# ---- design 1 ----
### Routed metal, one colour a layer, design 1

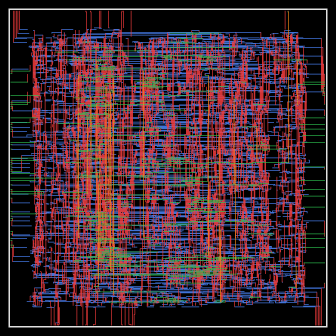

[src/rtl/plab2_proc_muldiv_unit.sv]
// plab2_proc_muldiv_unit
//   Iterative 32-bit multiply/divide responder for the processor X stage.
//   It accepts one operation over a val/rdy request port and runs 32
//   iterations, one per cycle. It then holds the registered result on a
//   val/rdy response port until the response is taken.
//
// Ports
//   clk       clock
//   reset     asynchronous active-low reset
//   req_val   request valid
//   req_rdy   request ready (registered, depends on state only)
//   req_msg   {fn[66:64], a[63:32], b[31:0]}
//             fn: 0 mul, 1 div, 2 divu, 3 rem, 4 remu, 5-7 reserved (result 0)
//   resp_val  response valid (registered, depends on state only)
//   resp_rdy  response ready
//   resp_msg  32-bit result, stable while resp_val && !resp_rdy
module plab2_proc_muldiv_unit (
  input  logic        clk,
  input  logic        reset,
  input  logic        req_val,
  output logic        req_rdy,
  input  logic [66:0] req_msg,
  output logic        resp_val,
  input  logic        resp_rdy,
  output logic [31:0] resp_msg
);

  typedef enum logic [1:0] {IDLE, CALC, DONE} state_t;

  localparam logic [2:0] FN_MUL  = 3'd0;
  localparam logic [2:0] FN_DIV  = 3'd1;
  localparam logic [2:0] FN_DIVU = 3'd2;
  localparam logic [2:0] FN_REM  = 3'd3;
  localparam logic [2:0] FN_REMU = 3'd4;

  state_t      r_state;
  logic [4:0]  r_cnt;
  logic [2:0]  r_fn;
  logic        r_is_div;
  logic        r_neg_q;
  logic        r_neg_r;
  // Shared operand registers:
  //   mul : r_opa = shifted multiplicand, r_opb = shifted multiplier, r_acc = product
  //   div : r_opa = dividend / quotient,  r_opb = divisor,            r_acc = remainder
  logic [31:0] r_opa;
  logic [31:0] r_opb;
  logic [31:0] r_acc;
  logic [31:0] r_result;
  logic        r_req_rdy;
  logic        r_resp_val;

  // Request decode
  logic [2:0]  w_fn;
  logic [31:0] w_a;
  logic [31:0] w_b;
  logic        w_req_signed;
  logic        w_req_is_div;
  logic [31:0] w_a_ld;
  logic [31:0] w_b_ld;

  assign w_fn         = req_msg[66:64];
  assign w_a          = req_msg[63:32];
  assign w_b          = req_msg[31:0];
  assign w_req_signed = (w_fn == FN_DIV) || (w_fn == FN_REM);
  assign w_req_is_div = (w_fn == FN_DIV) || (w_fn == FN_DIVU) ||
                        (w_fn == FN_REM) || (w_fn == FN_REMU);
  assign w_a_ld       = (w_req_signed && w_a[31]) ? (32'd0 - w_a) : w_a;
  assign w_b_ld       = (w_req_signed && w_b[31]) ? (32'd0 - w_b) : w_b;

  // One iteration of either algorithm
  logic [32:0] w_rem_sh;
  logic [32:0] w_rem_sub;
  logic        w_ge;
  logic [31:0] w_acc_nxt;
  logic [31:0] w_opa_nxt;
  logic [31:0] w_opb_nxt;

  assign w_rem_sh  = {r_acc, r_opa[31]};
  assign w_ge      = (w_rem_sh >= {1'b0, r_opb});
  assign w_rem_sub = w_rem_sh - {1'b0, r_opb};

  always_comb begin
    w_acc_nxt = r_acc;
    w_opa_nxt = r_opa;
    w_opb_nxt = r_opb;
    if (r_is_div) begin
      // Remainder stays below the divisor, so it always fits in 32 bits.
      w_acc_nxt = w_ge ? w_rem_sub[31:0] : w_rem_sh[31:0];
      w_opa_nxt = {r_opa[30:0], w_ge};
    end else begin
      w_acc_nxt = r_opb[0] ? (r_acc + r_opa) : r_acc;
      w_opa_nxt = {r_opa[30:0], 1'b0};
      w_opb_nxt = {1'b0, r_opb[31:1]};
    end
  end

  // Final result, taken from the last iteration's outputs with sign fixup.
  // A zero divisor makes every quotient bit 1 and leaves |a| in the
  // remainder. Quotient negation is suppressed at accept for that case,
  // so div returns all ones. The remainder fixup turns |a| back into a,
  // so rem returns the dividend unchanged.
  logic [31:0] w_result;

  always_comb begin
    w_result = 32'd0;
    case (r_fn)
      FN_MUL:          w_result = w_acc_nxt;
      FN_DIV, FN_DIVU: w_result = r_neg_q ? (32'd0 - w_opa_nxt) : w_opa_nxt;
      FN_REM, FN_REMU: w_result = r_neg_r ? (32'd0 - w_acc_nxt) : w_acc_nxt;
      default:         w_result = 32'd0;
    endcase
  end

  always_ff @(posedge clk or negedge reset) begin
    if (!reset) begin
      r_state    <= IDLE;
      r_cnt      <= 5'd0;
      r_fn       <= 3'd0;
      r_is_div   <= 1'b0;
      r_neg_q    <= 1'b0;
      r_neg_r    <= 1'b0;
      r_opa      <= 32'd0;
      r_opb      <= 32'd0;
      r_acc      <= 32'd0;
      r_result   <= 32'd0;
      r_req_rdy  <= 1'b1;
      r_resp_val <= 1'b0;
    end else begin
      case (r_state)
        IDLE: begin
          if (req_val && r_req_rdy) begin
            r_fn      <= w_fn;
            r_is_div  <= w_req_is_div;
            r_neg_q   <= w_req_signed && (w_a[31] ^ w_b[31]) && (w_b != 32'd0);
            r_neg_r   <= w_req_signed && w_a[31];
            r_opa     <= w_req_is_div ? w_a_ld : w_a;
            r_opb     <= w_req_is_div ? w_b_ld : w_b;
            r_acc     <= 32'd0;
            r_cnt     <= 5'd0;
            r_state   <= CALC;
            r_req_rdy <= 1'b0;
          end
        end
        CALC: begin
          r_acc <= w_acc_nxt;
          r_opa <= w_opa_nxt;
          r_opb <= w_opb_nxt;
          r_cnt <= r_cnt + 5'd1;
          if (r_cnt == 5'd31) begin
            r_result   <= w_result;
            r_resp_val <= 1'b1;
            r_state    <= DONE;
          end
        end
        DONE: begin
          if (r_resp_val && resp_rdy) begin
            r_resp_val <= 1'b0;
            r_req_rdy  <= 1'b1;
            r_state    <= IDLE;
          end
        end
        default: begin
          r_state    <= IDLE;
          r_req_rdy  <= 1'b1;
          r_resp_val <= 1'b0;
        end
      endcase
    end
  end

  assign req_rdy  = r_req_rdy;
  assign resp_val = r_resp_val;
  assign resp_msg = r_result;

endmodule

[config.mk]
export PLATFORM = sky130hd
export DESIGN_NAME = plab2_proc_muldiv_unit
export DESIGN_NICKNAME = d
export VERILOG_FILES = /design/src/rtl/plab2_proc_muldiv_unit.sv
export SDC_FILE = /design/constraint.sdc
export NUM_CORES = 1
export LEC_CHECK = 0
export ABC_CLOCK_PERIOD_IN_PS = 7200
export CAP_MARGIN = 30
export CELL_PAD_IN_SITES_DETAIL_PLACEMENT = 0
export CELL_PAD_IN_SITES_GLOBAL_PLACEMENT = 1
export CORE_MARGIN = 10
export CORE_UTILIZATION = 49
export DETAILED_ROUTE_END_ITERATION = 6
export PLACE_DENSITY_LB_ADDON = 0.1
export SLEW_MARGIN = 20
export SYNTH_ARGS = -nofsm -noshare
export SYNTH_HDL_FRONTEND = slang
export SYNTH_SLANG_ARGS = --single-unit
[constraint.sdc]
create_clock -name clk -period 7.2 [get_ports clk]
set_input_delay 0.72 -clock clk [delete_from_list [all_inputs] [get_ports clk]]
set_output_delay 0.72 -clock clk [all_outputs]
set_load 0.02 [all_outputs]
# ---- design 2 ----
File: src/rtl/uart_rx_drain.sv
// uart_rx_drain: drains the 8N1 rx FIFO, packs bytes into 32-bit words, flushes on idle timeout or disable
module uart_rx_drain #(
  parameter int TMO_W = 16
) (
  input  logic             clk,
  input  logic             rst,
  input  logic             en,
  input  logic [15:0]      divp_in,
  input  logic [TMO_W-1:0] tmo,
  output logic             rxen_n,
  output logic [15:0]      divp,
  output logic             rdrxd,
  input  logic [7:0]       dat,
  input  logic             rxempty,
  input  logic             rxfull,
  output logic [31:0]      wdata,
  output logic [2:0]       wcnt,
  output logic             wvalid,
  input  logic             wready,
  output logic             ovf,
  input  logic             ovf_clr
);
  typedef enum logic [1:0] {IDLE, POP, CAPT, EMIT} state_t;
  state_t           state;
  logic [2:0]       bcnt;
  logic [TMO_W-1:0] tcnt;
  always_ff @(posedge clk or negedge rst)
    if (!rst) begin
      state  <= IDLE;
      bcnt   <= '0;
      tcnt   <= '0;
      rxen_n <= 1'b1;
      divp   <= '0;
      rdrxd  <= 1'b0;
      wdata  <= '0;
      wcnt   <= '0;
      wvalid <= 1'b0;
      ovf    <= 1'b0;
    end else begin
      rxen_n <= ~en;
      if (!en) divp <= divp_in;
      ovf   <= rxfull | (ovf & ~ovf_clr);
      rdrxd <= 1'b0;
      case (state)
        IDLE: begin
          tcnt <= (bcnt == 3'd0) ? '0 : (&tcnt ? tcnt : tcnt + TMO_W'(1));
          if (en && !rxempty && bcnt < 3'd4) begin
            state <= POP;
            rdrxd <= 1'b1;
          end else if (bcnt == 3'd4 || (bcnt != 3'd0 && ((tmo != '0 && tcnt == tmo) || !en))) begin
            state  <= EMIT;
            wvalid <= 1'b1;
            wcnt   <= bcnt;
          end
        end
        POP: state <= CAPT;
        // dat is valid the cycle after the pop strobe
        CAPT: begin
          wdata[{bcnt[1:0], 3'b000} +: 8] <= dat;
          bcnt  <= bcnt + 3'd1;
          tcnt  <= '0;
          state <= IDLE;
        end
        EMIT: if (wready) begin
          wvalid <= 1'b0;
          wcnt   <= '0;
          wdata  <= '0;
          bcnt   <= '0;
          tcnt   <= '0;
          state  <= IDLE;
        end
        default: state <= IDLE;
      endcase
    end
endmodule

File: config.mk
export PLATFORM = sky130hd
export DESIGN_NAME = uart_rx_drain
export DESIGN_NICKNAME = d
export VERILOG_FILES = /design/src/rtl/uart_rx_drain.sv
export SDC_FILE = /design/constraint.sdc
export NUM_CORES = 1
export LEC_CHECK = 0
export ABC_CLOCK_PERIOD_IN_PS = 4530
export CELL_PAD_IN_SITES_DETAIL_PLACEMENT = 1
export CELL_PAD_IN_SITES_GLOBAL_PLACEMENT = 2
export CORE_AREA = 2 2 107 109
export CTS_BUF_LIST = sky130_fd_sc_hd__clkbuf_8
export CTS_CLUSTER_DIAMETER = 100
export DETAILED_ROUTE_END_ITERATION = 6
export DIE_AREA = 0 0 109 111
export PLACE_DENSITY_LB_ADDON = 0.1
export SLEW_MARGIN = 30
export SYNTH_ARGS = -nofsm -noshare
export SYNTH_HDL_FRONTEND = slang
export SYNTH_SLANG_ARGS = --single-unit
File: constraint.sdc
create_clock -name clk -period 4.53 [get_ports clk]
set_input_delay 0.906 -clock clk [delete_from_list [all_inputs] [get_ports clk]]
set_output_delay 0.906 -clock clk [all_outputs]
set_load 0.02 [all_outputs]
### Gate families picked out, design 1

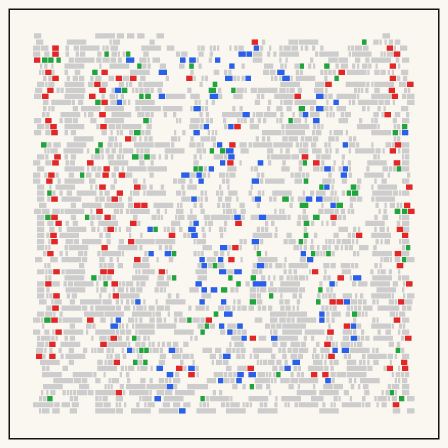
Red shows XOR/XNOR gates, cells 123, most used xor2_1, where all over the die. Blue shows AND-OR and OR-AND gates, cells 106, most used a21o_1. Green shows AND and OR gates, cells 91, most used or3_1, where all over the die.

### Local utilization, design 1

19 x 19 tiles, from white (low) to dark blue (high), 0 to 100% covered.
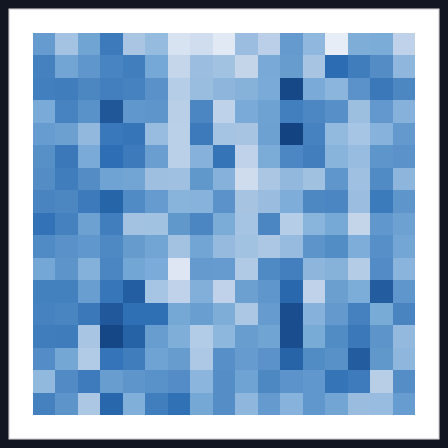
20% of the tiles are nearly empty. The fullest tile reaches 92%. 4.7% of the tiles are over 75% full. The mean over all tiles is 43%.
Starting Density: 49.5%
post-layout util: 55.9%
Core Region: 29,500 um2

Notes on 'Routed metal, one colour a layer' of design 1 above:
Blue shows met1, wire length 24.2 mm. Orange shows met4, wire length 1,440 um. Green shows met3, wire length 3,930 um. Red shows met2, wire length 23.4 mm.

==> ci_impl_report.md, design 1 <==
## PnR job results

| Metric | Value |
|---|---|
| Result of the run | `finished, final reports clean` |
| Number of clock buffers in the layout | `20` |
| Depth of the critical timing path with buffers and inverters included | `15` |
| Area added between synthesis and finish | `12.9%` |
| Yosys top cell area share | `about a quarter` |
| 1st-pass router iterations | `5` |
| Commonest register cell after synthesis | `dfrtp_1` |
| Group drawing the most power | `combinational cells` |
| Clk power | `910 uW` |
| Critical Path Sink Type | `register` |
| Maximum count of clock buffers along a single path | `2` |
| Data arrival time of the critical path | `5.88 ns` |
| Met1 track demand over resource | `39.4%` |
| Chip area line of the yosys report | `14,600 um2` |
| Required arrival time at the worst endpoint | `7.58 ns` |
| Total of plain and repair buffers excluding clock buffers | `130` |
| Crit Path Max Fanout | `13` |
| Cell area after placement | `15,900 um2` |
| Final-layout clock-cell area share | `3.54%` |
| Critical Path Start Type | `register` |
| Commonest cells after routing, fill and taps aside | `nand2_1 (204), o21ai_0 (193), dfrtp_1 (141)` |
| R2r endpoint | `resp_msg[30]` |
| Pwr per Cell Area | `569 nW/um2` |
| Final hold violations | `0` |
| Post-synthesis share of cell area spent on and, or, nand and nor gates | `between 20% and 30%` |
| Number of signal-net inverters in the final layout | `63` |
| Area-dominant class | `logic gates` |
| Cell Int Power | `4.06 mW` |
| Gate power share | `between 70 and 80%` |
### Gate families picked out, design 2

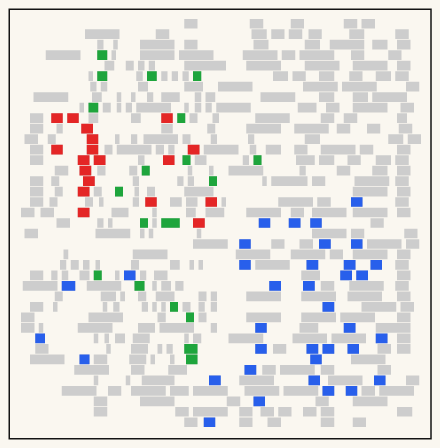
Red shows XOR/XNOR gates, cells 18, most used xor2_1. Blue shows AND-OR and OR-AND gates, cells 36, most used a22o_1. Green shows AND and OR gates, cells 19, most used or4_1.
multi-input gate share of total cell area: 31.8%
top logic cell by instance count in the layout: clkdlybuf4s50_1
number of cells in the finished layout apart from fillers: 556

### Signal wires on met2, design 2

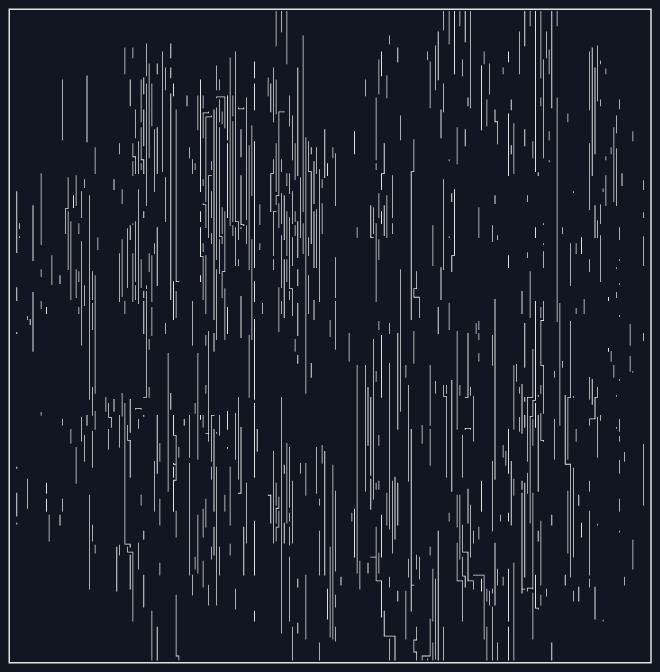
The layer carries 4,310 um of wire. The layer holds 43% of the routed length. 428 nets have wire on it.

==> ci_impl_report.md, design 2 <==
## PnR job results

| Metric | Value |
|---|---|
| Capturing instance or port of the critical path | `tcnt[12]` |
| TritonCTS buffer count | `9` |
| Commonest cells after routing, fill and taps aside | `clkdlybuf4s50_1 (100), dfrtp_1 (75), a22o_1 (32)` |
| Post-layout util | `43.8%` |
| Reported max-cap violation count | `0` |
| Combinational group power | `1.03 mW` |
| Cells traversed along the worst timing path | `inv_1 > ha_1 > nor2b_1 > or4b_4 > o31ai_4 > or2_1 > o21ai_1` |
| Post-synth ARST share | `100%` |
| Worst R2R Setup Slack | `1.55 ns` |
| Diode insertion count for antenna repair | `0` |
| Worst Hold Launch | `ovf` |
| Pin count of the biggest net entering global routing | `77` |
| Result of the run | `finished, final reports clean` |
| Category of the critical setup timing path | `register to register` |
| Residual antenna-violating net count after detailed routing | `0` |
| Worst max-slew margin expressed relative to the limit | `about half` |
| Switching power summed over all nets | `~950 uW` |
| Total of plain and repair buffers excluding clock buffers | `102` |
| Max H-tree Level | `3` |
| Number of buffers and inverters on the critical path | `1` |
| Drt first-iter violations | `113` |
| Flop share of the area | `between 30% and 40%` |
| Sequential area share after synthesis | `54.1%` |
| Clk power | `514 uW` |
| Maximum count of clock buffers along a single path | `2` |
| Fmax | `~340 MHz` |

## Gallery

Routing congestion.
Plate I
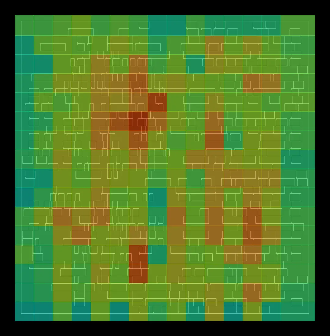
Plate II
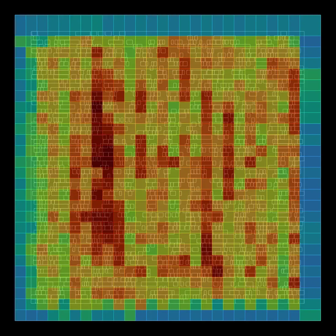
- design 2 = Plate I
- design 1 = Plate II


Power and IR drop assume default switching activity.
